# ---- pps_src_ctrl ----
### Cell classes on the final placement, pps_src_ctrl

Drawn at 3 px/um.
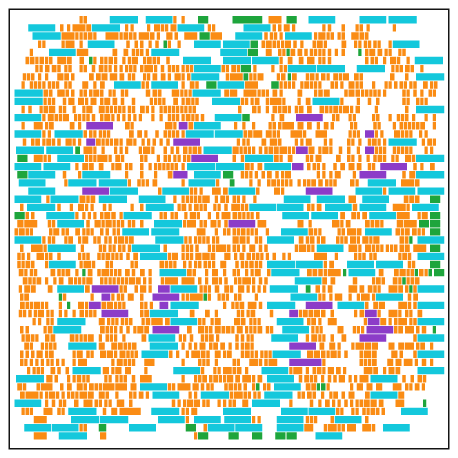

--- config.mk ---
export PLATFORM = sky130hd
export DESIGN_NAME = pps_src_ctrl
export DESIGN_NICKNAME = d
export VERILOG_FILES = /design/src/rtl/pps_src_ctrl.sv
export SDC_FILE = /design/constraint.sdc
export NUM_CORES = 1
export LEC_CHECK = 0
export ABC_AREA = 1
export CAP_MARGIN = 5
export CORE_UTILIZATION = 61
export CTS_CLUSTER_DIAMETER = 40
export DETAILED_ROUTE_END_ITERATION = 7
export GPL_TIMING_DRIVEN = 0
export PLACE_DENSITY = 0.84
export SLEW_MARGIN = 10
export SYNTH_ARGS = -nofsm -noshare
export SYNTH_HDL_FRONTEND = slang
export SYNTH_SLANG_ARGS = --single-unit
--- constraint.sdc ---
create_clock -name aclk -period 6.7 [get_ports aclk]
set_input_delay 1.34 -clock aclk [delete_from_list [all_inputs] [get_ports aclk]]
set_output_delay 1.34 -clock aclk [all_outputs]
set_load 0.05 [all_outputs]
--- src/rtl/pps_src_ctrl.sv ---
// PPS reference-selection controller: qualifies external PPS inputs by period
// and steers pps_gen's select/enable, switching only on a generator pulse edge.
module pps_src_ctrl #(
    parameter int NSRC     = 4,
    parameter int CLK_FREQ = 100000000,
    parameter int TOL      = 1000,
    parameter int GOOD_CNT = 3,
    parameter int CNT_W    = 28
) (
    input  logic            aclk,
    input  logic            areset,
    input  logic            ctrl_en_i,
    input  logic [NSRC-1:0] src_mask_i,
    input  logic            force_sel_i,
    input  logic [2:0]      force_idx_i,
    input  logic [NSRC-1:0] src_pps_i,
    input  logic            gen_pps_i,
    output logic [2:0]      pps_sel_o,
    output logic            pps_en_o,
    output logic [NSRC-1:0] src_valid_o,
    output logic            holdover_o,
    output logic            switch_pulse_o
);
    localparam int GW = $clog2(GOOD_CNT + 1);
    localparam logic [CNT_W-1:0] SAT      = CNT_W'(CLK_FREQ + TOL + 1);
    localparam logic [CNT_W:0]   SAT_X    = (CNT_W+1)'(CLK_FREQ + TOL + 1);
    localparam logic [CNT_W:0]   LO       = (CNT_W+1)'(CLK_FREQ - TOL);
    localparam logic [CNT_W:0]   HI       = (CNT_W+1)'(CLK_FREQ + TOL);
    localparam logic [CNT_W-1:0] WAIT_MAX = CNT_W'(CLK_FREQ + TOL);
    localparam logic [GW-1:0]    GFULL    = GW'(GOOD_CNT);

    typedef enum logic [1:0] {IDLE, RUN, SWITCH_WAIT} state_t;

    logic [NSRC-1:0]  s1, s2, s3, rise, full, valid, valid_d;
    logic [CNT_W-1:0] cnt  [NSRC];
    logic [CNT_W:0]   meas [NSRC];
    logic [GW-1:0]    good [NSRC];

    state_t           state, state_n;
    logic [2:0]       sel, sel_n, tgt, tgt_n, desired;
    logic [CNT_W-1:0] wcnt, wcnt_n;
    logic             strobe, strobe_n, gen_d, gen_edge, lost, found;

    assign rise     = s2 & ~s3;
    assign gen_edge = gen_pps_i & ~gen_d;

    // meas is the period length including the current cycle
    always_comb begin
        for (int unsigned i = 0; i < NSRC; i++) begin
            meas[i] = {1'b0, cnt[i]} + 1'b1;
            full[i] = (good[i] == GFULL);
        end
    end

    always_ff @(posedge aclk or posedge areset) begin
        if (areset) begin
            s1 <= '0;
            s2 <= '0;
            s3 <= '0;
            for (int unsigned i = 0; i < NSRC; i++) begin
                cnt[i]  <= SAT;
                good[i] <= '0;
            end
        end else begin
            s1 <= src_pps_i;
            s2 <= s1;
            s3 <= s2;
            for (int unsigned i = 0; i < NSRC; i++) begin
                if (rise[i]) begin
                    if (meas[i] >= LO && meas[i] <= HI) begin
                        if (good[i] != GFULL) good[i] <= good[i] + 1'b1;
                    end else begin
                        good[i] <= '0;
                    end
                    cnt[i] <= '0;
                end else if (cnt[i] != SAT) begin
                    cnt[i] <= cnt[i] + 1'b1;
                    if (meas[i] == SAT_X) good[i] <= '0;
                end
            end
        end
    end

    always_ff @(posedge aclk or posedge areset) begin
        if (areset) begin
            valid   <= '0;
            valid_d <= '0;
        end else begin
            valid   <= full & src_mask_i;
            valid_d <= valid;
        end
    end

    always_comb begin
        desired = '0;
        found   = 1'b0;
        if (force_sel_i) begin
            if (force_idx_i <= 3'(NSRC)) desired = force_idx_i;
        end else begin
            for (int unsigned i = 0; i < NSRC; i++) begin
                if (valid[i] && !found) begin
                    desired = 3'(i + 1);
                    found   = 1'b1;
                end
            end
        end
    end

    always_comb begin
        lost = 1'b0;
        for (int unsigned i = 0; i < NSRC; i++) begin
            if (sel == 3'(i + 1) && valid_d[i] && !valid[i]) lost = 1'b1;
        end
    end

    always_ff @(posedge aclk or posedge areset) begin
        if (areset) begin
            state  <= IDLE;
            sel    <= '0;
            tgt    <= '0;
            wcnt   <= '0;
            strobe <= 1'b0;
            gen_d  <= 1'b0;
        end else begin
            state  <= state_n;
            sel    <= sel_n;
            tgt    <= tgt_n;
            wcnt   <= wcnt_n;
            strobe <= strobe_n;
            gen_d  <= gen_pps_i;
        end
    end

    // Loss of the active source bypasses the pulse-edge alignment wait
    always_comb begin
        state_n  = state;
        sel_n    = sel;
        tgt_n    = tgt;
        wcnt_n   = wcnt;
        strobe_n = 1'b0;
        if (!ctrl_en_i) begin
            state_n = IDLE;
            sel_n   = '0;
            tgt_n   = '0;
            wcnt_n  = '0;
        end else begin
            case (state)
                IDLE: begin
                    state_n  = RUN;
                    sel_n    = desired;
                    strobe_n = (desired != 3'd0);
                end
                RUN: begin
                    if (lost) begin
                        sel_n    = desired;
                        strobe_n = (desired != sel);
                    end else if (desired != sel) begin
                        state_n = SWITCH_WAIT;
                        tgt_n   = desired;
                        wcnt_n  = '0;
                    end
                end
                SWITCH_WAIT: begin
                    if (lost) begin
                        state_n  = RUN;
                        sel_n    = desired;
                        strobe_n = (desired != sel);
                    end else if (desired == sel) begin
                        state_n = RUN;
                    end else if (gen_edge || wcnt == WAIT_MAX) begin
                        state_n  = RUN;
                        sel_n    = tgt;
                        strobe_n = 1'b1;
                    end else begin
                        tgt_n  = desired;
                        wcnt_n = wcnt + 1'b1;
                    end
                end
                default: state_n = IDLE;
            endcase
        end
    end

    always_comb begin
        pps_sel_o      = sel;
        pps_en_o       = (state != IDLE);
        holdover_o     = (state != IDLE) && (sel == 3'd0);
        switch_pulse_o = strobe;
        src_valid_o    = valid;
    end
endmodule

# ---- vga_scan_ctrl ----
$ cat config.mk
export PLATFORM = sky130hd
export DESIGN_NAME = vga_scan_ctrl
export DESIGN_NICKNAME = d
export VERILOG_FILES = /design/src/rtl/vga_scan_ctrl_pkg.sv /design/src/rtl/vga_scan_ctrl_delay_line.sv /design/src/rtl/vga_scan_ctrl.sv
export SDC_FILE = /design/constraint.sdc
export NUM_CORES = 1
export LEC_CHECK = 0
export CORE_MARGIN = 2
export CORE_UTILIZATION = 40
export DETAILED_ROUTE_END_ITERATION = 6
export GPL_ROUTABILITY_DRIVEN = 0
export HOLD_SLACK_MARGIN = 0.15
export SLEW_MARGIN = 10
export SYNTH_ARGS = -nofsm -noshare
export SYNTH_HDL_FRONTEND = slang
export SYNTH_SLANG_ARGS = --single-unit
$ cat constraint.sdc
create_clock -name vga_clk -period 2 [get_ports vga_clk]
set_clock_uncertainty 0.05 [all_clocks]
set_input_delay 0.2 -clock vga_clk [delete_from_list [all_inputs] [get_ports vga_clk]]
set_output_delay 0.2 -clock vga_clk [all_outputs]
set_load 0.005 [all_outputs]
$ cat src/rtl/vga_scan_ctrl_pkg.sv
// Shared VGA timing constants, pixel-format field positions and scan-control types.
// The raster counters, the delay line and the page renderers all import this package.
package vga_scan_ctrl_pkg;

  localparam int DEF_H_ACTIVE = 640;
  localparam int DEF_H_FP     = 16;
  localparam int DEF_H_SYNC   = 96;
  localparam int DEF_H_BP     = 48;
  localparam int DEF_V_ACTIVE = 480;
  localparam int DEF_V_FP     = 10;
  localparam int DEF_V_SYNC   = 2;
  localparam int DEF_V_BP     = 33;

  localparam int DEF_H_TOTAL = DEF_H_ACTIVE + DEF_H_FP + DEF_H_SYNC + DEF_H_BP;
  localparam int DEF_V_TOTAL = DEF_V_ACTIVE + DEF_V_FP + DEF_V_SYNC + DEF_V_BP;

  localparam int CNT_W = 10;
  localparam int PIX_W = 12;

  // The 12-bit pixel word is packed as {blue, green, red}, with 4 bits per colour.
  localparam int BLUE_LSB  = 8;
  localparam int GREEN_LSB = 4;
  localparam int RED_LSB   = 0;

  typedef struct packed {
    logic act;
    logic hs;
    logic vs;
  } scan_ctl_t;

  localparam scan_ctl_t SCAN_CTL_RESET = '{act: 1'b0, hs: 1'b1, vs: 1'b1};

endpackage

$ cat src/rtl/vga_scan_ctrl_delay_line.sv
// Parameterised N-stage shift register with a configurable reset value.
// A depth of 0 passes the input straight through.
module vga_scan_ctrl_delay_line #(
  parameter int               WIDTH     = 1,
  parameter int               DEPTH     = 1,
  parameter logic [WIDTH-1:0] RESET_VAL = '0
) (
  input  logic             i_clk,
  input  logic             i_rst_n,
  input  logic [WIDTH-1:0] i_d,
  output logic [WIDTH-1:0] o_q
);

  if (DEPTH == 0) begin : g_pass
    logic w_unused_clk_rst;
    assign w_unused_clk_rst = i_clk ^ i_rst_n;
    assign o_q = i_d;
  end else begin : g_shift
    logic [WIDTH-1:0] r_stage [DEPTH];

    always_ff @(posedge i_clk or negedge i_rst_n) begin
      if (!i_rst_n) begin
        for (int i = 0; i < DEPTH; i++) r_stage[i] <= RESET_VAL;
      end else begin
        r_stage[0] <= i_d;
        for (int i = 1; i < DEPTH; i++) r_stage[i] <= r_stage[i-1];
      end
    end

    assign o_q = r_stage[DEPTH-1];
  end

endmodule

$ cat src/rtl/vga_scan_ctrl.sv
// Generates the VGA raster counters and position outputs, then registers page pixels onto the pins.
// Syncs and the visible-area flag are delayed by the page latency so that they line up with the colour.
module vga_scan_ctrl
  import vga_scan_ctrl_pkg::*;
#(
  parameter int H_ACTIVE = DEF_H_ACTIVE,
  parameter int H_FP     = DEF_H_FP,
  parameter int H_SYNC   = DEF_H_SYNC,
  parameter int H_BP     = DEF_H_BP,
  parameter int V_ACTIVE = DEF_V_ACTIVE,
  parameter int V_FP     = DEF_V_FP,
  parameter int V_SYNC   = DEF_V_SYNC,
  parameter int V_BP     = DEF_V_BP,
  parameter int PIX_LAT  = 1
) (
  input  logic             vga_clk,
  input  logic             vga_rst_n,
  input  logic [PIX_W-1:0] pixel_data,
  output logic [CNT_W-1:0] x_pos,
  output logic [CNT_W-1:0] y_pos,
  output logic             frame_start,
  output logic [3:0]       vga_r,
  output logic [3:0]       vga_g,
  output logic [3:0]       vga_b,
  output logic             hsync,
  output logic             vsync,
  output logic             den
);

  localparam int H_TOTAL = H_ACTIVE + H_FP + H_SYNC + H_BP;
  localparam int V_TOTAL = V_ACTIVE + V_FP + V_SYNC + V_BP;

  localparam logic [CNT_W-1:0] C_H_LAST     = CNT_W'(H_TOTAL - 1);
  localparam logic [CNT_W-1:0] C_V_LAST     = CNT_W'(V_TOTAL - 1);
  localparam logic [CNT_W-1:0] C_H_ACTIVE   = CNT_W'(H_ACTIVE);
  localparam logic [CNT_W-1:0] C_V_ACTIVE   = CNT_W'(V_ACTIVE);
  localparam logic [CNT_W-1:0] C_HS_START   = CNT_W'(H_ACTIVE + H_FP);
  localparam logic [CNT_W-1:0] C_HS_END     = CNT_W'(H_ACTIVE + H_FP + H_SYNC - 1);
  localparam logic [CNT_W-1:0] C_VS_START   = CNT_W'(V_ACTIVE + V_FP);
  localparam logic [CNT_W-1:0] C_VS_END     = CNT_W'(V_ACTIVE + V_FP + V_SYNC - 1);

  logic [CNT_W-1:0] r_h_cnt;
  logic [CNT_W-1:0] r_v_cnt;
  logic             w_act;
  logic             w_fs;
  scan_ctl_t        w_ctl0;
  scan_ctl_t        r_ctl1;
  scan_ctl_t        w_ctl_d;
  logic [CNT_W-1:0] r_x_pos;
  logic [CNT_W-1:0] r_y_pos;
  logic             r_frame_start;
  logic [3:0]       r_vga_r;
  logic [3:0]       r_vga_g;
  logic [3:0]       r_vga_b;
  logic             r_hsync;
  logic             r_vsync;
  logic             r_den;

  // The frame counter wraps on the same edge as the last line's horizontal wrap.
  always_ff @(posedge vga_clk or negedge vga_rst_n) begin
    if (!vga_rst_n) begin
      r_h_cnt <= '0;
      r_v_cnt <= '0;
    end else if (r_h_cnt == C_H_LAST) begin
      r_h_cnt <= '0;
      r_v_cnt <= (r_v_cnt == C_V_LAST) ? '0 : r_v_cnt + 1'b1;
    end else begin
      r_h_cnt <= r_h_cnt + 1'b1;
    end
  end

  always_comb begin
    w_act     = (r_h_cnt < C_H_ACTIVE) && (r_v_cnt < C_V_ACTIVE);
    w_fs      = (r_h_cnt == '0) && (r_v_cnt == '0);
    w_ctl0.act = w_act;
    w_ctl0.hs  = !((r_h_cnt >= C_HS_START) && (r_h_cnt <= C_HS_END));
    w_ctl0.vs  = !((r_v_cnt >= C_VS_START) && (r_v_cnt <= C_VS_END));
  end

  always_ff @(posedge vga_clk or negedge vga_rst_n) begin
    if (!vga_rst_n) begin
      r_x_pos       <= '0;
      r_y_pos       <= '0;
      r_frame_start <= 1'b0;
      r_ctl1        <= SCAN_CTL_RESET;
    end else begin
      r_x_pos       <= w_act ? r_h_cnt : '0;
      r_y_pos       <= w_act ? r_v_cnt : '0;
      r_frame_start <= w_fs;
      r_ctl1        <= w_ctl0;
    end
  end

  vga_scan_ctrl_delay_line #(
    .WIDTH     ($bits(scan_ctl_t)),
    .DEPTH     (PIX_LAT),
    .RESET_VAL (SCAN_CTL_RESET)
  ) u_ctl_delay (
    .i_clk   (vga_clk),
    .i_rst_n (vga_rst_n),
    .i_d     (r_ctl1),
    .o_q     (w_ctl_d)
  );

  // Colour is gated with the delayed active flag, so blanking is black whatever the page drives.
  always_ff @(posedge vga_clk or negedge vga_rst_n) begin
    if (!vga_rst_n) begin
      r_vga_r <= '0;
      r_vga_g <= '0;
      r_vga_b <= '0;
      r_hsync <= 1'b1;
      r_vsync <= 1'b1;
      r_den   <= 1'b0;
    end else begin
      r_vga_b <= w_ctl_d.act ? pixel_data[BLUE_LSB  +: 4] : 4'h0;
      r_vga_g <= w_ctl_d.act ? pixel_data[GREEN_LSB +: 4] : 4'h0;
      r_vga_r <= w_ctl_d.act ? pixel_data[RED_LSB   +: 4] : 4'h0;
      r_hsync <= w_ctl_d.hs;
      r_vsync <= w_ctl_d.vs;
      r_den   <= w_ctl_d.act;
    end
  end

  assign x_pos       = r_x_pos;
  assign y_pos       = r_y_pos;
  assign frame_start = r_frame_start;
  assign vga_r       = r_vga_r;
  assign vga_g       = r_vga_g;
  assign vga_b       = r_vga_b;
  assign hsync       = r_hsync;
  assign vsync       = r_vsync;
  assign den         = r_den;

endmodule


==> gallery <==
Cell sizes after repair.
Plate I
Drawn at 2 px/um.
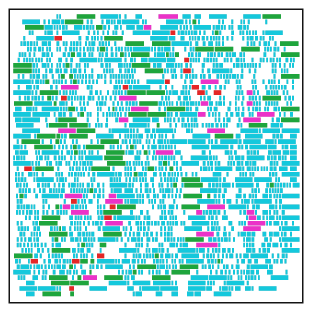
Plate II
Drawn at 3 px/um.
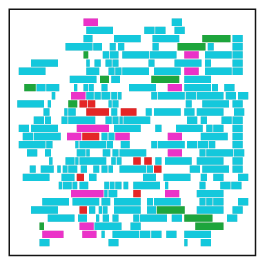
For pps_src_ctrl, see Plate I.
For vga_scan_ctrl, see Plate II.
- most cells: Plate I
- largest die: Plate I

Key to Plate II:
color	size	cells	most used
cyan	drive 1 or less	215	dfrtp_1
magenta	drive 6 and up	15	clkbuf_8
green	drive 2	11	dfstp_2
red	drive 3 to 4	11	buf_4

### Clock wiring as the flow saved it, pps_src_ctrl

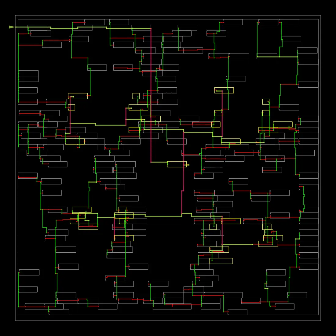
clock buffer count from CTS: 17
Clock Latency Late Sink: 0.44 ns
Flops: 178
# clk buffers: 18

About 'Cell classes on the final placement' of pps_src_ctrl:
color	class	cells	share of their area
orange	all other logic	1769	59%
purple	clock drivers and dummy loads	32	4.4%
green	other buffers and delay cells	53	2.9%
cyan	flip-flops	178	34%
Core ar.: 20300 um^2
Seq/total area: 32.7%
design area: 13900 um^2
Site Rows: 52
final core occ: 68.3%

==> metrics.cfg, pps_src_ctrl <==
[synthesis]
synth-edff-count=0
top_cell=nand2_1
flop_cell=dfrtp_1
syn_inst=1975
ys_seq_share_pct=35.9
syn-num-nets=2014
synth_flops=178
ys_cells=1975
synth_top_cell_by_area=dfrtp_1
synth_top_area_share_pct=21.7

[timing]
min_period_ns=3.58
period_used_pct=53.5
timing.hold.ws_ns=0.349
finalWorstSetupSlack_ns=3.12
relSlewSlack_pct=51.2
worst_pin_slew_ns=0.730

[clock_tree]
cts_buffer_depth=2
cts.sinks=178
post_cts_resized=0
cts_hold_buf=0
cts_root_buf=clkbuf_16

[power]
ir_worst_vdd_mv=0.160

[place]
port_buffers=24
placed_area_um2=13300

[global_routing]
grtUsageTotal_pct=31.8
grt_max_degree=115
antenna_found_initial=0

[die]
fp_util_pct=62.3

[run_status]
status=finished clean

[worst_setup_path]
cp_top_family=buffers and inverters
r2r_cells=17
critPathCapture=holdover_o
cp_data_required_time_ns=5.36
worstSetupPathType=reg2out

[routing]
route.detailed.drc=0
routedWlPerCell_um=14.2
drtPass1Iterations=8

[cells_and_area]
layout-drive-gt1-share_pct=8.12
fin_cells=2302
synthToLayoutAreaGrowth_pct=9.57

[worst_hold_path]
hold-path-endpoint=s2[0]
min_from=s1[0]

[pps_src_ctrl: kinds of logic (layout without fill, tap and decap cells)]
kind of cell    Yosys count  in the layout  synth area share (%)
xor+xnor                 45             45                  3.11
buf+inv                 295            352                  8.92
fa+ha+maj                23             23                  2.27
simple gates           1328           1328                  45.4
flops                   178            178                  35.9
compound gates          106            106                  4.45
[pps_src_ctrl: cell type report]
cell class                      count  area, um^2
Clock inverter                     14         159
Fill cell                        1890        6430
Timing Repair Buffer               25         268
Multi-Input combinational cell   1502        6990
Sequential cell                   178        4540
Clock buffer                       18         439
Buffer                             28         126
Inverter                          267        1010
Tap cell                          270         338
[pps_src_ctrl: registers in the layout (all words and copies together) (netlist names)]
signal          count
cnt               112
gen_d               1
good                8
pps_sel_o           3
s1                  4
s2                  4
s3                  4
src_valid_o         4
state               2
switch_pulse_o      1
tgt                 3
valid_d             4
wcnt               28
[pps_src_ctrl: power by group]
part	switching (uW)	internal (uW)
clock network	478	543
registers	56.4	1140
logic	317	131
[pps_src_ctrl: metal layers]
metal	global-route usage, %	share of wire [%]	vias up
li1	-	-	6337
met3	4.28	5.0	67
met4	10.8	2.2	0
met2	55.8	49	399
met1	40.2	44	5780
met5	0	0	-
### Cell classes on the final placement, vga_scan_ctrl

Drawn at 6 px/um.
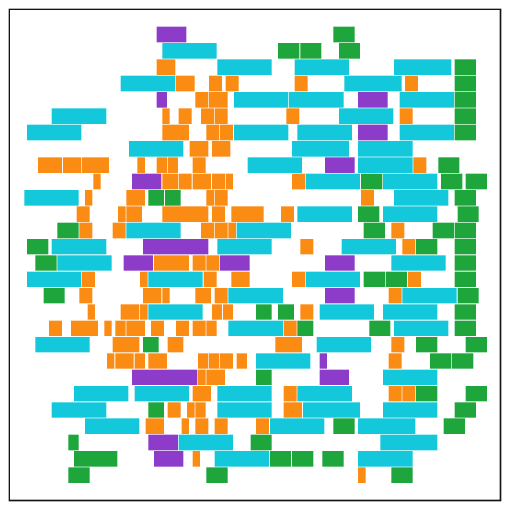
color	class	cells	share of their area
purple	clock drivers and dummy loads	16	7.4%
orange	all other logic	115	25%
green	other buffers and delay cells	59	18%
cyan	flip-flops	62	50%

### Wire density map, vga_scan_ctrl

Drawn at 4 px/um. The die is cut into 16 by 16 equal tiles; dark purple is low, yellow is high, scaled to the fullest tile. Values are wire area over tile area, all layers added.
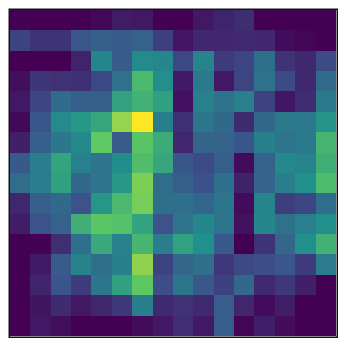
tiles over half the peak	14%
nearly empty tiles	12%
mean over tiles	0.11
densest ninth of the die	middle
fullest tile	0.38

==> metrics.cfg, vga_scan_ctrl <==
[timing]
timing.hold.ws_ns=0.299
period_used_pct=86.5
hold_viol_final=0

[cells_and_area]
synthToLayoutAreaGrowth_pct=34.5
comb_cells=110
combGateArea_um2=759
sh_comb_area_pct=23.4

[synthesis]
top_cells_by_count=dfrtp_1, and2_1, nor4_1
synth-edff-count=0
top_cell=dfrtp_1

[clock_tree]
clock_latency_ns=0.33
clkTransAtPathRegs_ns=0.06
cts_buffer_depth=2
post_cts_resized=0

[worst_setup_path]
end_kind=register
r2r_setup_slack_ns=0.27
crit_cells=6
cp_data_required_time_ns=2.20
r2r_cells=6
critPathMaxStageDelay_ns=0.40

[worst_hold_path]
min_from=r_ctl1[2]
hold_depth=0
hold_path_class=reg2reg

[power]
combinationalPower_uw=90.0
seq_power_share_pct=48.5
combPwrFrac_pct=3.4
p_sw_uw=495

[routing]
drt_iter0_drc=47
ant_nets=0
route.detailed.drc=0

[die]
fp_util_pct=40.9
dieArea_um2=6660
die_h_um=81.6

[global_routing]
grt_pass1_wl_um=7520
top_usage_layer=met2

[run_status]
status=finished clean

-- vga_scan_ctrl: cells by family (layout without fill, tap and decap cells) --
family / after synthesis / in the layout / share of synthesized area [%]
AOI/OAI and AO/OA: 15 / 15 / 4.10
xor gates and xnor gates: 10 / 10 / 3.63
adders and majority gates: 4 / 4 / 2.08
buffers and inverters: 15 / 80 / 3.79
DFF: 62 / 62 / 64.7
muxes: 2 / 2 / 1.09
other: 1 / 1 / 0.156
and+or+nand+nor: 78 / 78 / 20.5
-- vga_scan_ctrl: metal layers --
| layer | vias up | wire length [um] |
|---|---|---|
| met3 | 9 | 301 |
| li1 | 755 | - |
| met2 | 49 | 1860 |
| met4 | 0 | 128 |
| met5 | - | 0 |
| met1 | 718 | 2100 |
-- vga_scan_ctrl: worst reg2reg max path, cell delays in order (launching register included) --
cell	delay [ns]
dfrtp_1	0.40
ha_1	0.20
nand3_1	0.09
and3b_1	0.39
buf_4	0.21
a41oi_1	0.12
a31oi_1	0.19
-- vga_scan_ctrl: through the flow --
stage                     util, %  cells  total power [uW]
after global routing         55.1    327              2730
after floorplan                 -    187              1300
after CTS                    55.1    327              2660
after global placement       50.9    310              1380
final                        55.1    327              2620
after detailed placement     50.9    310              1380

# ---- trig_sweep ----
### Clock wiring as the flow saved it, trig_sweep

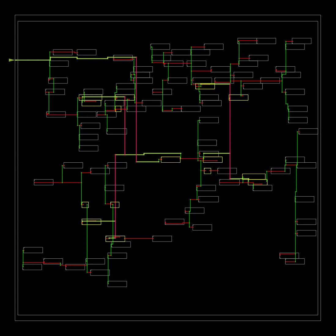

[src/rtl/trig_sweep.sv]
// trig_sweep: pipelined sine/cosine sweep generator for the raycaster.
// Accepts (start, step, count) sweep requests and streams one
// (angle, cos, sin) result per cycle under valid/ready flow control.
// Pipe: generator register -> fold register -> output register.

module trig_sweep #(
    parameter int FRAC_BITS = 5,
    parameter int OUT_W     = 10,
    parameter int COUNT_W   = 10
) (
    input  logic                    clk,
    input  logic                    reset_n,
    input  logic                    in_valid,
    output logic                    in_ready,
    input  logic [8:0]              in_start,
    input  logic [8:0]              in_step,
    input  logic [COUNT_W-1:0]      in_count,
    output logic                    out_valid,
    input  logic                    out_ready,
    output logic [8:0]              out_angle,
    output logic signed [OUT_W-1:0] out_cos,
    output logic signed [OUT_W-1:0] out_sin,
    output logic                    out_last
);

    localparam int TBL_N = 91;

    typedef enum logic {IDLE, RUN} state_t;

    // Quarter-wave entry round-half-away(2^FRAC_BITS * cos(deg)), computed at
    // elaboration with a Q30 Taylor series (FRAC_BITS up to 30). The exact
    // rational points 0, 60 and 90 degrees are returned directly so the
    // 60-degree half value rounds correctly even when FRAC_BITS is 0.
    function automatic longint cos_entry(input int deg);
        longint x, x2, term, sum, result;
        x    = (longint'(deg) * 64'sd3373259426) / 64'sd180;
        x2   = (x * x) >>> 30;
        term = longint'(1) <<< 30;
        sum  = term;
        for (int k = 1; k <= 12; k++) begin
            term = -((term * x2) >>> 30) / longint'((2 * k - 1) * (2 * k));
            sum  = sum + term;
        end
        if (deg == 0)
            result = longint'(1) <<< FRAC_BITS;
        else if (deg == 60)
            result = ((longint'(1) <<< FRAC_BITS) + 64'sd1) >>> 1;
        else if (deg >= 90)
            result = '0;
        else
            result = ((sum <<< FRAC_BITS) + (longint'(1) <<< 29)) >>> 30;
        return result;
    endfunction

    logic signed [OUT_W-1:0] cos_tab [TBL_N];

    for (genvar gi = 0; gi < TBL_N; gi++) begin : g_tab
        localparam longint ENTRY = cos_entry(gi);
        assign cos_tab[gi] = OUT_W'(ENTRY);
    end

    state_t             state;
    logic [8:0]         acc;
    logic [8:0]         step;
    logic [COUNT_W-1:0] remaining;

    logic               stall;
    logic [8:0]         start_red;
    logic [8:0]         step_red;
    logic [COUNT_W-1:0] count_eff;
    logic [9:0]         acc_sum;
    logic [8:0]         acc_next;
    logic               gen_last;

    logic [6:0]         cos_idx;
    logic [6:0]         sin_idx;
    logic               cos_neg;
    logic               sin_neg;

    logic               s1_valid;
    logic               s1_last;
    logic [8:0]         s1_angle;
    logic [6:0]         s1_cos_idx;
    logic [6:0]         s1_sin_idx;
    logic               s1_cos_neg;
    logic               s1_sin_neg;

    assign stall     = out_valid && !out_ready;
    assign start_red = (in_start >= 9'd360) ? in_start - 9'd360 : in_start;
    assign step_red  = (in_step >= 9'd360) ? in_step - 9'd360 : in_step;
    assign count_eff = (in_count == '0) ? COUNT_W'(1) : in_count;
    assign acc_sum   = {1'b0, acc} + {1'b0, step};
    assign acc_next  = (acc_sum >= 10'd360) ? 9'(acc_sum - 10'd360) : acc_sum[8:0];
    assign gen_last  = (remaining == COUNT_W'(1));

    // Request FSM and angle generator; everything holds while the output is stalled.
    always_ff @(posedge clk or negedge reset_n) begin
        if (!reset_n) begin
            state     <= IDLE;
            in_ready  <= 1'b0;
            acc       <= '0;
            step      <= '0;
            remaining <= '0;
        end else begin
            case (state)
                IDLE: begin
                    in_ready <= 1'b1;
                    if (in_valid && in_ready) begin
                        acc       <= start_red;
                        step      <= step_red;
                        remaining <= count_eff;
                        state     <= RUN;
                        in_ready  <= 1'b0;
                    end
                end
                RUN: begin
                    if (!stall) begin
                        acc       <= acc_next;
                        remaining <= remaining - COUNT_W'(1);
                        if (gen_last) begin
                            state    <= IDLE;
                            in_ready <= 1'b1;
                        end
                    end
                end
                default: begin
                    state    <= IDLE;
                    in_ready <= 1'b0;
                end
            endcase
        end
    end

    // Quadrant fold: map the angle onto a 0..90 table index and a sign per function.
    always_comb begin
        cos_idx = 7'(acc);
        cos_neg = 1'b0;
        sin_idx = 7'(9'd90 - acc);
        sin_neg = 1'b0;
        if (acc < 9'd90) begin
            cos_idx = 7'(acc);
            sin_idx = 7'(9'd90 - acc);
        end else if (acc < 9'd180) begin
            cos_idx = 7'(9'd180 - acc);
            cos_neg = 1'b1;
            sin_idx = 7'(acc - 9'd90);
        end else if (acc < 9'd270) begin
            cos_idx = 7'(acc - 9'd180);
            cos_neg = 1'b1;
            sin_idx = 7'(9'd270 - acc);
            sin_neg = 1'b1;
        end else begin
            cos_idx = 7'(9'd360 - acc);
            sin_idx = 7'(acc - 9'd270);
            sin_neg = 1'b1;
        end
    end

    // Fold register: captures the issued angle with its table indices and signs.
    always_ff @(posedge clk or negedge reset_n) begin
        if (!reset_n) begin
            s1_valid   <= 1'b0;
            s1_last    <= 1'b0;
            s1_angle   <= '0;
            s1_cos_idx <= '0;
            s1_sin_idx <= '0;
            s1_cos_neg <= 1'b0;
            s1_sin_neg <= 1'b0;
        end else if (!stall) begin
            s1_valid   <= (state == RUN);
            s1_last    <= (state == RUN) && gen_last;
            s1_angle   <= acc;
            s1_cos_idx <= cos_idx;
            s1_sin_idx <= sin_idx;
            s1_cos_neg <= cos_neg;
            s1_sin_neg <= sin_neg;
        end
    end

    // Output register: table read and conditional negation; frozen while stalled.
    always_ff @(posedge clk or negedge reset_n) begin
        if (!reset_n) begin
            out_valid <= 1'b0;
            out_last  <= 1'b0;
            out_angle <= '0;
            out_cos   <= '0;
            out_sin   <= '0;
        end else if (!stall) begin
            out_valid <= s1_valid;
            out_last  <= s1_valid && s1_last;
            out_angle <= s1_angle;
            out_cos   <= s1_cos_neg ? -cos_tab[s1_cos_idx] : cos_tab[s1_cos_idx];
            out_sin   <= s1_sin_neg ? -cos_tab[s1_sin_idx] : cos_tab[s1_sin_idx];
        end
    end

endmodule

[config.mk]
export PLATFORM = sky130hd
export DESIGN_NAME = trig_sweep
export DESIGN_NICKNAME = d
export VERILOG_FILES = /design/src/rtl/trig_sweep.sv
export SDC_FILE = /design/constraint.sdc
export NUM_CORES = 1
export LEC_CHECK = 0
export ABC_AREA = 1
export CORE_UTILIZATION = 30
export DETAILED_ROUTE_END_ITERATION = 16
export PLACE_DENSITY = 0.53
export SLEW_MARGIN = 20
export SYNTH_ARGS = -nofsm -noshare
export SYNTH_HDL_FRONTEND = slang
export SYNTH_SLANG_ARGS = --single-unit
[constraint.sdc]
create_clock -name clk -period 2.6 [get_ports clk]
set_input_delay 0.52 -clock clk [delete_from_list [all_inputs] [get_ports clk]]
set_output_delay 0.52 -clock clk [all_outputs]
set_load 0.02 [all_outputs]
# ---- weight_ram_writer ----
<file path="src/rtl/weight_ram_writer.sv">
// weight_ram_writer
//   Receives a framed byte stream (SYNC_BYTE, TOTAL_BYTES payload bytes and,
//   optionally, a checksum byte) and writes the payload byte-by-byte into the
//   weight RAM write port. Signals a complete image with done_o and a failed
//   checksum with err_o. Both flags are sticky until the next frame starts.
//
//   Build option: define WEIGHT_WR_CHECKSUM_EN to expect a trailing checksum
//   byte (payload sum mod 256) and enable err_o. Without it, the frame ends
//   after the last payload byte and err_o is tied low.
//
// Ports
//   clk_i       system clock
//   rst_n_i     asynchronous active-low reset
//   s_valid_i   input byte valid
//   s_data_i    input byte
//   s_ready_o   byte accepted this cycle when s_valid_i is high
//   lock_i      downstream is reading RAM, stall acceptance
//   ram_we_o    RAM write enable, one-cycle pulse per payload byte
//   ram_addr_o  RAM write address
//   ram_din_o   RAM write data
//   done_o      complete valid image in RAM (sticky)
//   err_o       last frame failed checksum (sticky)
//
// States
//   IDLE  | waiting for first SYNC_BYTE after reset
//   LOAD  | writing payload bytes to RAM, accumulating checksum
//   CHECK | waiting for the checksum byte (checksum build only)
//   DONE  | image complete; SYNC_BYTE restarts
//   ERR   | checksum mismatch; SYNC_BYTE restarts

module weight_ram_writer #(
  parameter int          TOTAL_BYTES = 715,
  parameter int          ADDR_W      = 10,
  parameter logic [7:0]  SYNC_BYTE   = 8'hA5
) (
  input  logic              clk_i,
  input  logic              rst_n_i,
  input  logic              s_valid_i,
  input  logic [7:0]        s_data_i,
  output logic              s_ready_o,
  input  logic              lock_i,
  output logic              ram_we_o,
  output logic [ADDR_W-1:0] ram_addr_o,
  output logic [7:0]        ram_din_o,
  output logic              done_o,
  output logic              err_o
);

  typedef enum logic [2:0] {
    ST_IDLE  = 3'd0,
    ST_LOAD  = 3'd1,
    ST_CHECK = 3'd2,
    ST_DONE  = 3'd3,
    ST_ERR   = 3'd4
  } state_e;

  localparam logic [ADDR_W-1:0] LAST_ADDR = ADDR_W'(TOTAL_BYTES - 1);

  state_e            state_q, state_d;
  logic [ADDR_W-1:0] cnt_q, cnt_d;
  logic              we_q, we_d;
  logic [ADDR_W-1:0] addr_q, addr_d;
  logic [7:0]        din_q, din_d;
  logic              done_q, done_d;
`ifdef WEIGHT_WR_CHECKSUM_EN
  logic [7:0]        sum_q, sum_d;
  logic              err_q, err_d;
`endif

  logic accept;
  logic is_sync;

  // Ready is gated by reset so nothing is accepted while the block is held.
  assign s_ready_o = rst_n_i & ~lock_i;
  assign accept    = s_valid_i & s_ready_o;
  assign is_sync   = (s_data_i == SYNC_BYTE);

  always_ff @(posedge clk_i or negedge rst_n_i) begin
    if (!rst_n_i) begin
      state_q <= ST_IDLE;
      cnt_q   <= '0;
      we_q    <= 1'b0;
      addr_q  <= '0;
      din_q   <= '0;
      done_q  <= 1'b0;
`ifdef WEIGHT_WR_CHECKSUM_EN
      sum_q   <= '0;
      err_q   <= 1'b0;
`endif
    end else begin
      state_q <= state_d;
      cnt_q   <= cnt_d;
      we_q    <= we_d;
      addr_q  <= addr_d;
      din_q   <= din_d;
      done_q  <= done_d;
`ifdef WEIGHT_WR_CHECKSUM_EN
      sum_q   <= sum_d;
      err_q   <= err_d;
`endif
    end
  end

  always_comb begin
    state_d = state_q;
    cnt_d   = cnt_q;
    we_d    = 1'b0;
    addr_d  = addr_q;
    din_d   = din_q;
    done_d  = done_q;
`ifdef WEIGHT_WR_CHECKSUM_EN
    sum_d   = sum_q;
    err_d   = err_q;
`endif

    case (state_q)
      ST_IDLE, ST_DONE, ST_ERR: begin
        // Only a sync byte starts a frame; everything else is dropped.
        if (accept && is_sync) begin
          state_d = ST_LOAD;
          cnt_d   = '0;
          done_d  = 1'b0;
`ifdef WEIGHT_WR_CHECKSUM_EN
          sum_d   = '0;
          err_d   = 1'b0;
`endif
        end
      end

      ST_LOAD: begin
        // SYNC_BYTE is plain data here; no restart mid-frame.
        if (accept) begin
          we_d   = 1'b1;
          addr_d = cnt_q;
          din_d  = s_data_i;
`ifdef WEIGHT_WR_CHECKSUM_EN
          sum_d  = sum_q + s_data_i;
`endif
          if (cnt_q == LAST_ADDR) begin
            // cnt stays at the last address; it never wraps.
`ifdef WEIGHT_WR_CHECKSUM_EN
            state_d = ST_CHECK;
`else
            state_d = ST_DONE;
            done_d  = 1'b1;
`endif
          end else begin
            cnt_d = cnt_q + 1'b1;
          end
        end
      end

`ifdef WEIGHT_WR_CHECKSUM_EN
      ST_CHECK: begin
        // Checksum byte is compared only, never written to RAM.
        if (accept) begin
          if (s_data_i == sum_q) begin
            state_d = ST_DONE;
            done_d  = 1'b1;
          end else begin
            state_d = ST_ERR;
            err_d   = 1'b1;
          end
        end
      end
`endif

      default: begin
        state_d = ST_IDLE;
      end
    endcase
  end

  assign ram_we_o   = we_q;
  assign ram_addr_o = addr_q;
  assign ram_din_o  = din_q;
  assign done_o     = done_q;
`ifdef WEIGHT_WR_CHECKSUM_EN
  assign err_o      = err_q;
`else
  assign err_o      = 1'b0;
`endif

endmodule

</file>
<file path="config.mk">
export PLATFORM = sky130hd
export DESIGN_NAME = weight_ram_writer
export DESIGN_NICKNAME = d
export VERILOG_FILES = /design/src/rtl/weight_ram_writer.sv
export SDC_FILE = /design/constraint.sdc
export NUM_CORES = 1
export LEC_CHECK = 0
export ABC_CLOCK_PERIOD_IN_PS = 2000
export CAP_MARGIN = 20
export CORE_ASPECT_RATIO = 1.5
export CORE_MARGIN = 2
export CORE_UTILIZATION = 29
export DETAILED_ROUTE_END_ITERATION = 8
export HOLD_SLACK_MARGIN = 0.15
export PLACE_DENSITY = 0.55
export SLEW_MARGIN = 20
export SYNTH_ARGS = -nofsm -noshare
export SYNTH_HDL_FRONTEND = slang
export SYNTH_SLANG_ARGS = --single-unit
</file>
<file path="constraint.sdc">
create_clock -name clk_i -period 2 [get_ports clk_i]
set_clock_uncertainty 0.1 [all_clocks]
set_input_delay 0.4 -clock clk_i [delete_from_list [all_inputs] [get_ports clk_i]]
set_output_delay 0.4 -clock clk_i [all_outputs]
set_load 0.05 [all_outputs]
</file>
# ---- pass_entry_tx ----
$ cat config.mk
export PLATFORM = sky130hd
export DESIGN_NAME = pass_entry_tx
export DESIGN_NICKNAME = d
export VERILOG_FILES = /design/src/rtl/pass_entry_tx.sv
export SDC_FILE = /design/constraint.sdc
export NUM_CORES = 1
export LEC_CHECK = 0
export ABC_AREA = 1
export CAP_MARGIN = 5
export CELL_PAD_IN_SITES_DETAIL_PLACEMENT = 1
export CELL_PAD_IN_SITES_GLOBAL_PLACEMENT = 1
export CORE_AREA = 2 2 76 71
export CTS_BUF_LIST = sky130_fd_sc_hd__clkbuf_4 sky130_fd_sc_hd__clkbuf_8
export DETAILED_ROUTE_END_ITERATION = 10
export DIE_AREA = 0 0 78 73
export DONT_BUFFER_PORTS = 1
export GPL_ROUTABILITY_DRIVEN = 0
export PLACE_DENSITY = 0.64
export SYNTH_ARGS = -nofsm -noshare
export SYNTH_HDL_FRONTEND = slang
export SYNTH_SLANG_ARGS = --single-unit
$ cat constraint.sdc
create_clock -name clk -period 4.5 [get_ports clk]
set_input_delay 0.9 -clock clk [delete_from_list [all_inputs] [get_ports clk]]
set_output_delay 0.9 -clock clk [all_outputs]
set_load 0.05 [all_outputs]
$ cat src/rtl/pass_entry_tx.sv
`default_nettype none
// ============================================================================
// Module  : pass_entry_tx
// Brief   : Keypad passcode collector; sends a 4-digit BCD code to a lock
//           and reports the lock's response as one-cycle event pulses.
// Revision: 1.0 - initial release
// ============================================================================
module pass_entry_tx #(
  parameter int RESP_TIMEOUT = 8
) (
  input  logic       clk,
  input  logic       rst_n,
  input  logic       key_valid,
  input  logic [3:0] key_code,
  input  logic       grant,
  input  logic       deny,
  input  logic       lock,
  output logic       enter_button,
  output logic [3:0] ip_pass,
  output logic [2:0] digit_count,
  output logic       busy,
  output logic       result_grant,
  output logic       result_deny,
  output logic       result_lock,
  output logic       result_timeout,
  output logic       entry_err
);

  localparam int c_TIMER_W = (RESP_TIMEOUT < 2) ? 1 : $clog2(RESP_TIMEOUT + 1);
  localparam logic [c_TIMER_W-1:0] c_TIMER_LAST = c_TIMER_W'(RESP_TIMEOUT - 1);

  localparam logic [3:0] c_KEY_CLEAR  = 4'd10;
  localparam logic [3:0] c_KEY_SUBMIT = 4'd11;
  localparam logic [3:0] c_KEY_BACK   = 4'd12;

  typedef enum logic [2:0] {
    COLLECT = 3'd0,
    S_ENTER = 3'd1,
    S_D1    = 3'd2,
    S_D2    = 3'd3,
    S_D3    = 3'd4,
    S_D4    = 3'd5,
    WAIT    = 3'd6,
    BLOCKED = 3'd7
  } state_t;

  state_t                 r_state;
  state_t                 w_state_nxt;
  logic [2:0]             r_count;
  logic [2:0]             w_count_nxt;
  logic [c_TIMER_W-1:0]   r_timer;
  logic [c_TIMER_W-1:0]   w_timer_nxt;
  logic [3:0]             r_buf [4];
  logic                   w_wr_en;
  logic [3:0]             w_ip_nxt;
  logic                   w_grant_nxt;
  logic                   w_deny_nxt;
  logic                   w_lock_nxt;
  logic                   w_timeout_nxt;
  logic                   w_err_nxt;

  always_comb begin
    w_state_nxt   = r_state;
    w_count_nxt   = r_count;
    w_timer_nxt   = '0;
    w_wr_en       = 1'b0;
    w_grant_nxt   = 1'b0;
    w_deny_nxt    = 1'b0;
    w_lock_nxt    = 1'b0;
    w_timeout_nxt = 1'b0;
    w_err_nxt     = 1'b0;
    case (r_state)
      COLLECT: begin
        // Lockout wins over any key arriving in the same cycle.
        if (lock) begin
          w_state_nxt = BLOCKED;
          w_count_nxt = 3'd0;
          w_lock_nxt  = 1'b1;
        end else if (key_valid) begin
          if (key_code <= 4'd9) begin
            if (r_count < 3'd4) begin
              w_wr_en     = 1'b1;
              w_count_nxt = r_count + 3'd1;
            end else begin
              w_err_nxt = 1'b1;
            end
          end else if (key_code == c_KEY_CLEAR) begin
            w_count_nxt = 3'd0;
          end else if (key_code == c_KEY_SUBMIT) begin
            if (r_count == 3'd4) w_state_nxt = S_ENTER;
            else                 w_err_nxt   = 1'b1;
          end else if (key_code == c_KEY_BACK) begin
            if (r_count != 3'd0) w_count_nxt = r_count - 3'd1;
            else                 w_err_nxt   = 1'b1;
          end
        end
      end
      S_ENTER: w_state_nxt = S_D1;
      S_D1:    w_state_nxt = S_D2;
      S_D2, S_D3, S_D4: begin
        if (deny) begin
          w_state_nxt = COLLECT;
          w_count_nxt = 3'd0;
          w_deny_nxt  = 1'b1;
        end else begin
          w_state_nxt = (r_state == S_D2) ? S_D3 :
                        (r_state == S_D3) ? S_D4 : WAIT;
        end
      end
      WAIT: begin
        // deny outranks grant, so a simultaneous grant+deny reports deny.
        if (deny) begin
          w_state_nxt = COLLECT;
          w_count_nxt = 3'd0;
          w_deny_nxt  = 1'b1;
        end else if (grant) begin
          w_state_nxt = COLLECT;
          w_count_nxt = 3'd0;
          w_grant_nxt = 1'b1;
        end else if (lock) begin
          w_state_nxt = BLOCKED;
          w_count_nxt = 3'd0;
          w_lock_nxt  = 1'b1;
        end else if (r_timer == c_TIMER_LAST) begin
          w_state_nxt   = COLLECT;
          w_count_nxt   = 3'd0;
          w_timeout_nxt = 1'b1;
        end else begin
          w_timer_nxt = r_timer + 1'b1;
        end
      end
      BLOCKED: begin
        if (!lock) w_state_nxt = COLLECT;
      end
      default: w_state_nxt = COLLECT;
    endcase
  end

  always_comb begin
    w_ip_nxt = 4'd0;
    case (w_state_nxt)
      S_D1:    w_ip_nxt = r_buf[0];
      S_D2:    w_ip_nxt = r_buf[1];
      S_D3:    w_ip_nxt = r_buf[2];
      S_D4:    w_ip_nxt = r_buf[3];
      default: w_ip_nxt = 4'd0;
    endcase
  end

  // Outputs are registered from the next state so they line up with r_state.
  always_ff @(posedge clk or negedge rst_n) begin
    if (!rst_n) begin
      r_state        <= COLLECT;
      r_count        <= 3'd0;
      r_timer        <= '0;
      for (int i = 0; i < 4; i++) r_buf[i] <= 4'd0;
      enter_button   <= 1'b0;
      ip_pass        <= 4'd0;
      busy           <= 1'b0;
      result_grant   <= 1'b0;
      result_deny    <= 1'b0;
      result_lock    <= 1'b0;
      result_timeout <= 1'b0;
      entry_err      <= 1'b0;
    end else begin
      r_state        <= w_state_nxt;
      r_count        <= w_count_nxt;
      r_timer        <= w_timer_nxt;
      if (w_wr_en) r_buf[r_count[1:0]] <= key_code;
      enter_button   <= (w_state_nxt == S_ENTER);
      ip_pass        <= w_ip_nxt;
      busy           <= (w_state_nxt != COLLECT);
      result_grant   <= w_grant_nxt;
      result_deny    <= w_deny_nxt;
      result_lock    <= w_lock_nxt;
      result_timeout <= w_timeout_nxt;
      entry_err      <= w_err_nxt;
    end
  end

  assign digit_count = r_count;

endmodule
`default_nettype wire


==> screenshots <==
Cell sizes after repair.
shot_01.png
Drawn at 2 px/um.
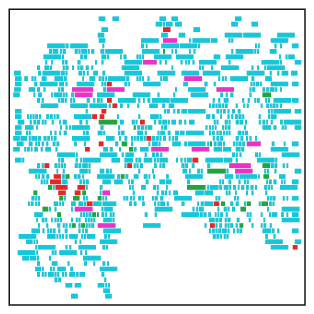
shot_02.png
Drawn at 3 px/um.
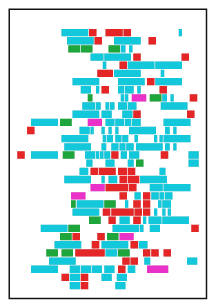
shot_03.png
Drawn at 4 px/um.
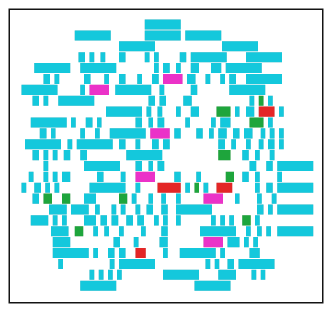
- pass_entry_tx = shot_03.png
- trig_sweep = shot_01.png
- weight_ram_writer = shot_02.png

Key to shot_02.png:
color	size	cells	most used
magenta	drive 6 and up	6	clkbuf_8
cyan	drive 1 or less	124	dfrtp_1
green	drive 2	17	mux2_2
red	drive 3 to 4	52	buf_4

### Clock wiring as the flow saved it, pass_entry_tx

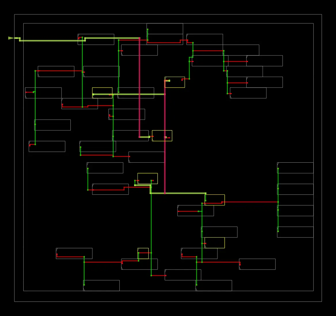
Flops: 37
CTS sink cnt: 37
# clk buffers: 6

### Cell classes on the final placement, pass_entry_tx

Drawn at 6 px/um.
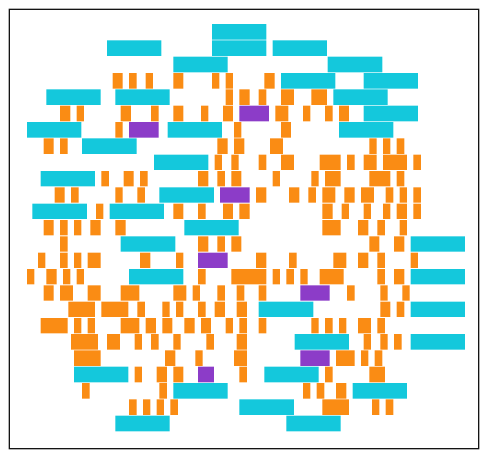
color	class	cells	share of their area
cyan	flip-flops	37	47%
purple	clock drivers and dummy loads	7	4.6%
orange	all other logic	190	48%
final core occ: 40.7%
Site Rows: 25

==> metrics.cfg, pass_entry_tx <==
[global_routing]
grt.met2_usage_pct=25.4

[routing]
ant_nets=0
routedWlPerCell_um=14.0
viasPerCell=4.88

[cells_and_area]
fin_nets=250
fin_cells=301
lay_top_count=nand2_1
layout-drive-gt1-share_pct=8.97

[worst_setup_path]
arrival_ns=1.06
critical_path_peak_fanout=6

[timing]
min_period_ns=1.96

[synthesis]
synthArstFlopShare_pct=100
synth-edff-count=0
synthSimpleGateAreaFrac_pct=30.5

[die]
dieArea_um2=5690

[run_status]
status=finished clean

[clock_tree]
cts_max_level=2

[pass_entry_tx: area by class of cell]
| class | instances | area share [%] |
|---|---|---|
| well taps | 67 | 4.11 |
| clock inverters | 1 | 0.368 |
| inverters | 32 | 5.89 |
| clock buffers | 6 | 4.05 |
| multi-input cells | 158 | 40.1 |
| flip-flops and latches | 37 | 45.4 |
[pass_entry_tx: registers in the layout, indices dropped and copies added, names as in the netlist, 3 cells and up]
name	flops
digit_count	3
ip_pass	4
r_buf	16
r_state	3
r_timer	4
[pass_entry_tx: path summary, 6_finish.rpt]
path	startpoint	slack, ns	depth (start not counted)	endpoint
worst max-delay path	digit_count[2]	2.54	0	digit_count[2]
worst min-delay path	rst_n	0.30	0	result_timeout
worst max register to register	digit_count[0]	2.56	10	digit_count[0]
worst min register to register	r_timer[0]	0.46	1	r_timer[0]
max in group asynchronous	rst_n	4.11	0	ip_pass[3]
min in group clk	r_timer[0]	0.46	1	r_timer[0]
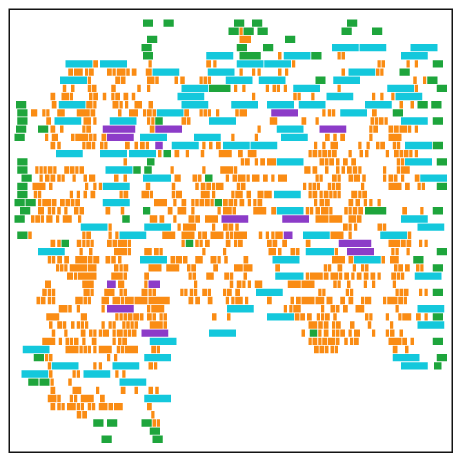
*Cell classes on the final placement, trig_sweep*
Drawn at 3 px/um.
color	class	cells	share of their area
cyan	flip-flops	86	30%
orange	all other logic	803	55%
purple	clock drivers and dummy loads	15	4.4%
green	other buffers and delay cells	78	11%

Notes on 'Clock wiring as the flow saved it' of trig_sweep above:
skew final: 0.00676 ns
Flops: 86
# clk buffers: 9
CTS sink cnt: 86

==> metrics.cfg, trig_sweep <==
[synthesis]
top_cell=nand2_1
synth_flops=86
ys_seq_share_pct=34.0
synth-edff-count=0
top_cells_by_count=nand2_1, inv_1, dfrtp_1
synth.area.top_cells=dfrtp_1, nand2_1, ha_1, nand3_1, o21ai_0

[worst_setup_path]
worstPathCellList=ha_1 -> fa_1 -> nand2_1 -> nand2_2 -> nand3_2 -> nand2_1 -> nand2_1 -> nand2_1 -> nor2_2 -> nand3_4 -> nand2_4 -> nand2_1 -> nand2_1 -> nand3_1 -> nand2_1 -> nand2_1
crit_top_cell=nand2_1
end_kind=register
critPathCapture=acc[7]
r2r_cells=16
cp_data_required_time_ns=2.84

[timing]
period_used_pct=89.8
finalSetupViolations=0
maxClockFrequency_mhz=428
fin_tns_setup_ns=0
worst_pin_slew_ns=0.481

[cells_and_area]
fin_nets=1046
fin_cells=1252

[clock_tree]
cts_inserted_buffers=9
clock_latency_ns=0.35
clkTransAtPathRegs_ns=0.06

[routing]
routedWlPerCell_um=13.0
wl_um=16300

[die]
die_x_um=147
pin_count=64

[global_routing]
antenna_found_initial=0
grtUsageTotal_pct=16.1
grt_pass1_vias=5795

[run_status]
status=finished clean

[place]
hpwl_um=12100

[run]
warning_count=41

-- trig_sweep: state kept, by name, indices dropped and copies added (netlist names), 9 cells and up --
register and cells:
remaining 10, out_sin 10, step 9, out_cos 10, s1_angle 9, acc 9, out_angle 9
-- trig_sweep: metal layers --
layer  part of all wire, %  GRT usage, %  vias to the layer above
li1                      -             -                     3153
met5                     0             0                        -
met3                   4.1          2.95                       25
met1                    46          20.9                     2695
met2                    47          26.7                      144
met4                   2.2          5.36                        0
-- trig_sweep: stage by stage --
step / hold slack (ns) / area [um^2] / util (%)
2_1_floorplan: 0.224 / 6320 / -
4_1_cts: 0.0670 / 7600 / 37.2
3_3_place_gp: 0.447 / 7280 / 35.6
5_1_grt: 0.0732 / 7610 / 37.3
3_5_place_dp: 0.445 / 7280 / 35.6
6_report: 0.0612 / 7610 / 37.3
-- trig_sweep: critical path, delay by kind of cell (launching register included) --
family / cells / cell delay, ns
and+or+nand+nor: 14 / 1.16
adders and majority gates: 2 / 0.65
DFF: 1 / 0.41
### Cell classes on the final placement, weight_ram_writer

Drawn at 4 px/um.
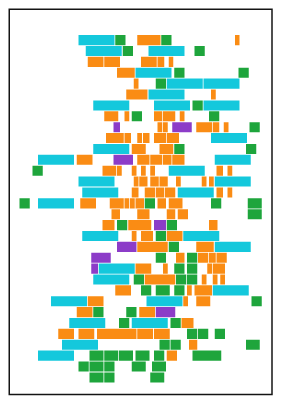
color	class	cells	share of their area
orange	all other logic	101	37%
cyan	flip-flops	32	37%
purple	clock drivers and dummy loads	8	4.1%
green	other buffers and delay cells	58	22%

==> metrics.cfg, weight_ram_writer <==
[die]
pin_count=34
tap_cells=70
fp_util_pct=30.0

[global_routing]
grt.met2_usage_pct=26.3
met3_usage_pct=3.16

[clock_tree]
cts_tree=done
clkTransAtPathRegs_ns=0.07

[place]
detailedPlace.worstSlack_ns=-0.248

[synthesis]
synthSimpleGateAreaFrac_pct=16.4
ys_chip_area_um2=1630
synth-edff-count=0

[timing]
finalWorstSetupSlack_ns=0.0610
hold_viol_final=0

[routing]
wl_met2_um=2160

[run_status]
status=finished clean

[worst_setup_path]
worstReg2RegEnd=cnt_q[9]
r2r_cells=7

[cells_and_area]
synthToLayoutAreaGrowth_pct=37.7

## weight_ram_writer: layout by cell type (no fill, tap or decap), drive strengths merged, types with 3 or more instances in the layout
master          n
o21ai           4
dfrtp          32
buf            45
nand2          11
inv            10
o2111ai         3
a32o            3
nor2            8
clkinv          3
clkbuf          5
o211ai          3
mux2           15
nand4           5
nand3           3
a31oi           3
clkdlybuf4s50  13
ha              4
## weight_ram_writer: registers in the layout (all words and copies together) (netlist names)
register    count
ram_addr_o     10
ram_we_o        1
state_q         2
cnt_q          10
done_o          1
ram_din_o       8
## weight_ram_writer: cells in the mapped netlist (all sizes together) (2+ instances only)
cell,instances,share of area (%)
a311o,2,1.2
a31oi,3,2.1
a32o,3,1.8
and3,2,1.1
and4,2,1.1
and4bb,2,2.0
buf,6,2.8
clkbuf,3,0.69
dfrtp,32,49
ha,4,3.1
inv,10,2.3
mux2,15,11
mux2i,2,1.2
nand2,11,2.5
nand2b,2,0.77
nand3,3,0.92
nand4,5,1.9
nand4bb,2,1.4
nor2,8,1.8
nor4,2,0.77
o2111ai,3,1.6
o211ai,3,1.4
o21ai,4,1.2
o2bb2ai,2,1.1


==> gallery <==
The metal 3 layer.
panel A
Drawn at 4 px/um. Cells faint in the background.
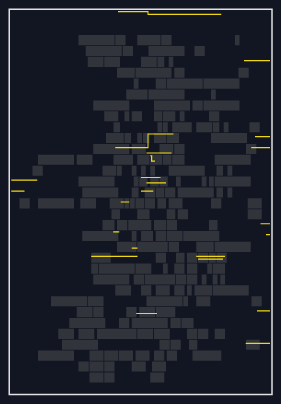
panel B
Drawn at 2 px/um. Cells faint in the background.
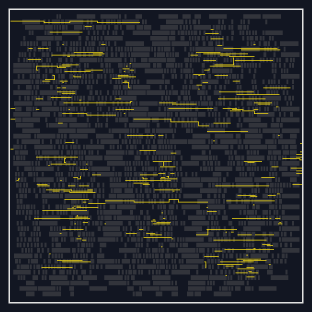
panel C
Drawn at 4 px/um. Cells faint in the background.
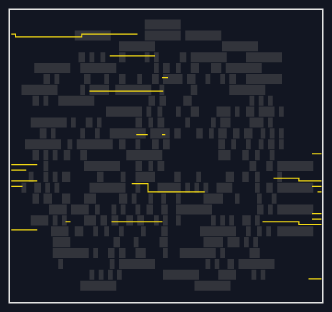
panel D
Drawn at 4 px/um. Cells faint in the background.
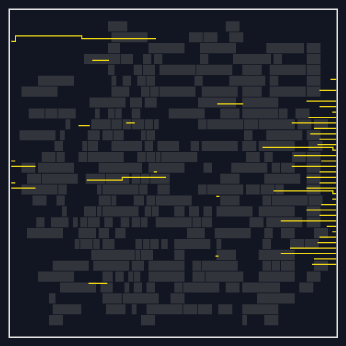
panel E
Drawn at 2 px/um. Cells faint in the background.
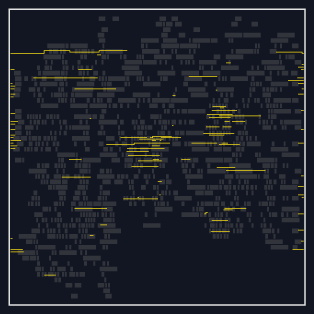
| picture | from |
|---|---|
| panel E | trig_sweep |
| panel B | pps_src_ctrl |
| panel C | pass_entry_tx |
| panel A | weight_ram_writer |
| panel D | vga_scan_ctrl |

Key to panel A:
wire length on this layer	132 um
longest straight run	18.2 um

No activity file was given, so power comes from the tool's default toggle rates.
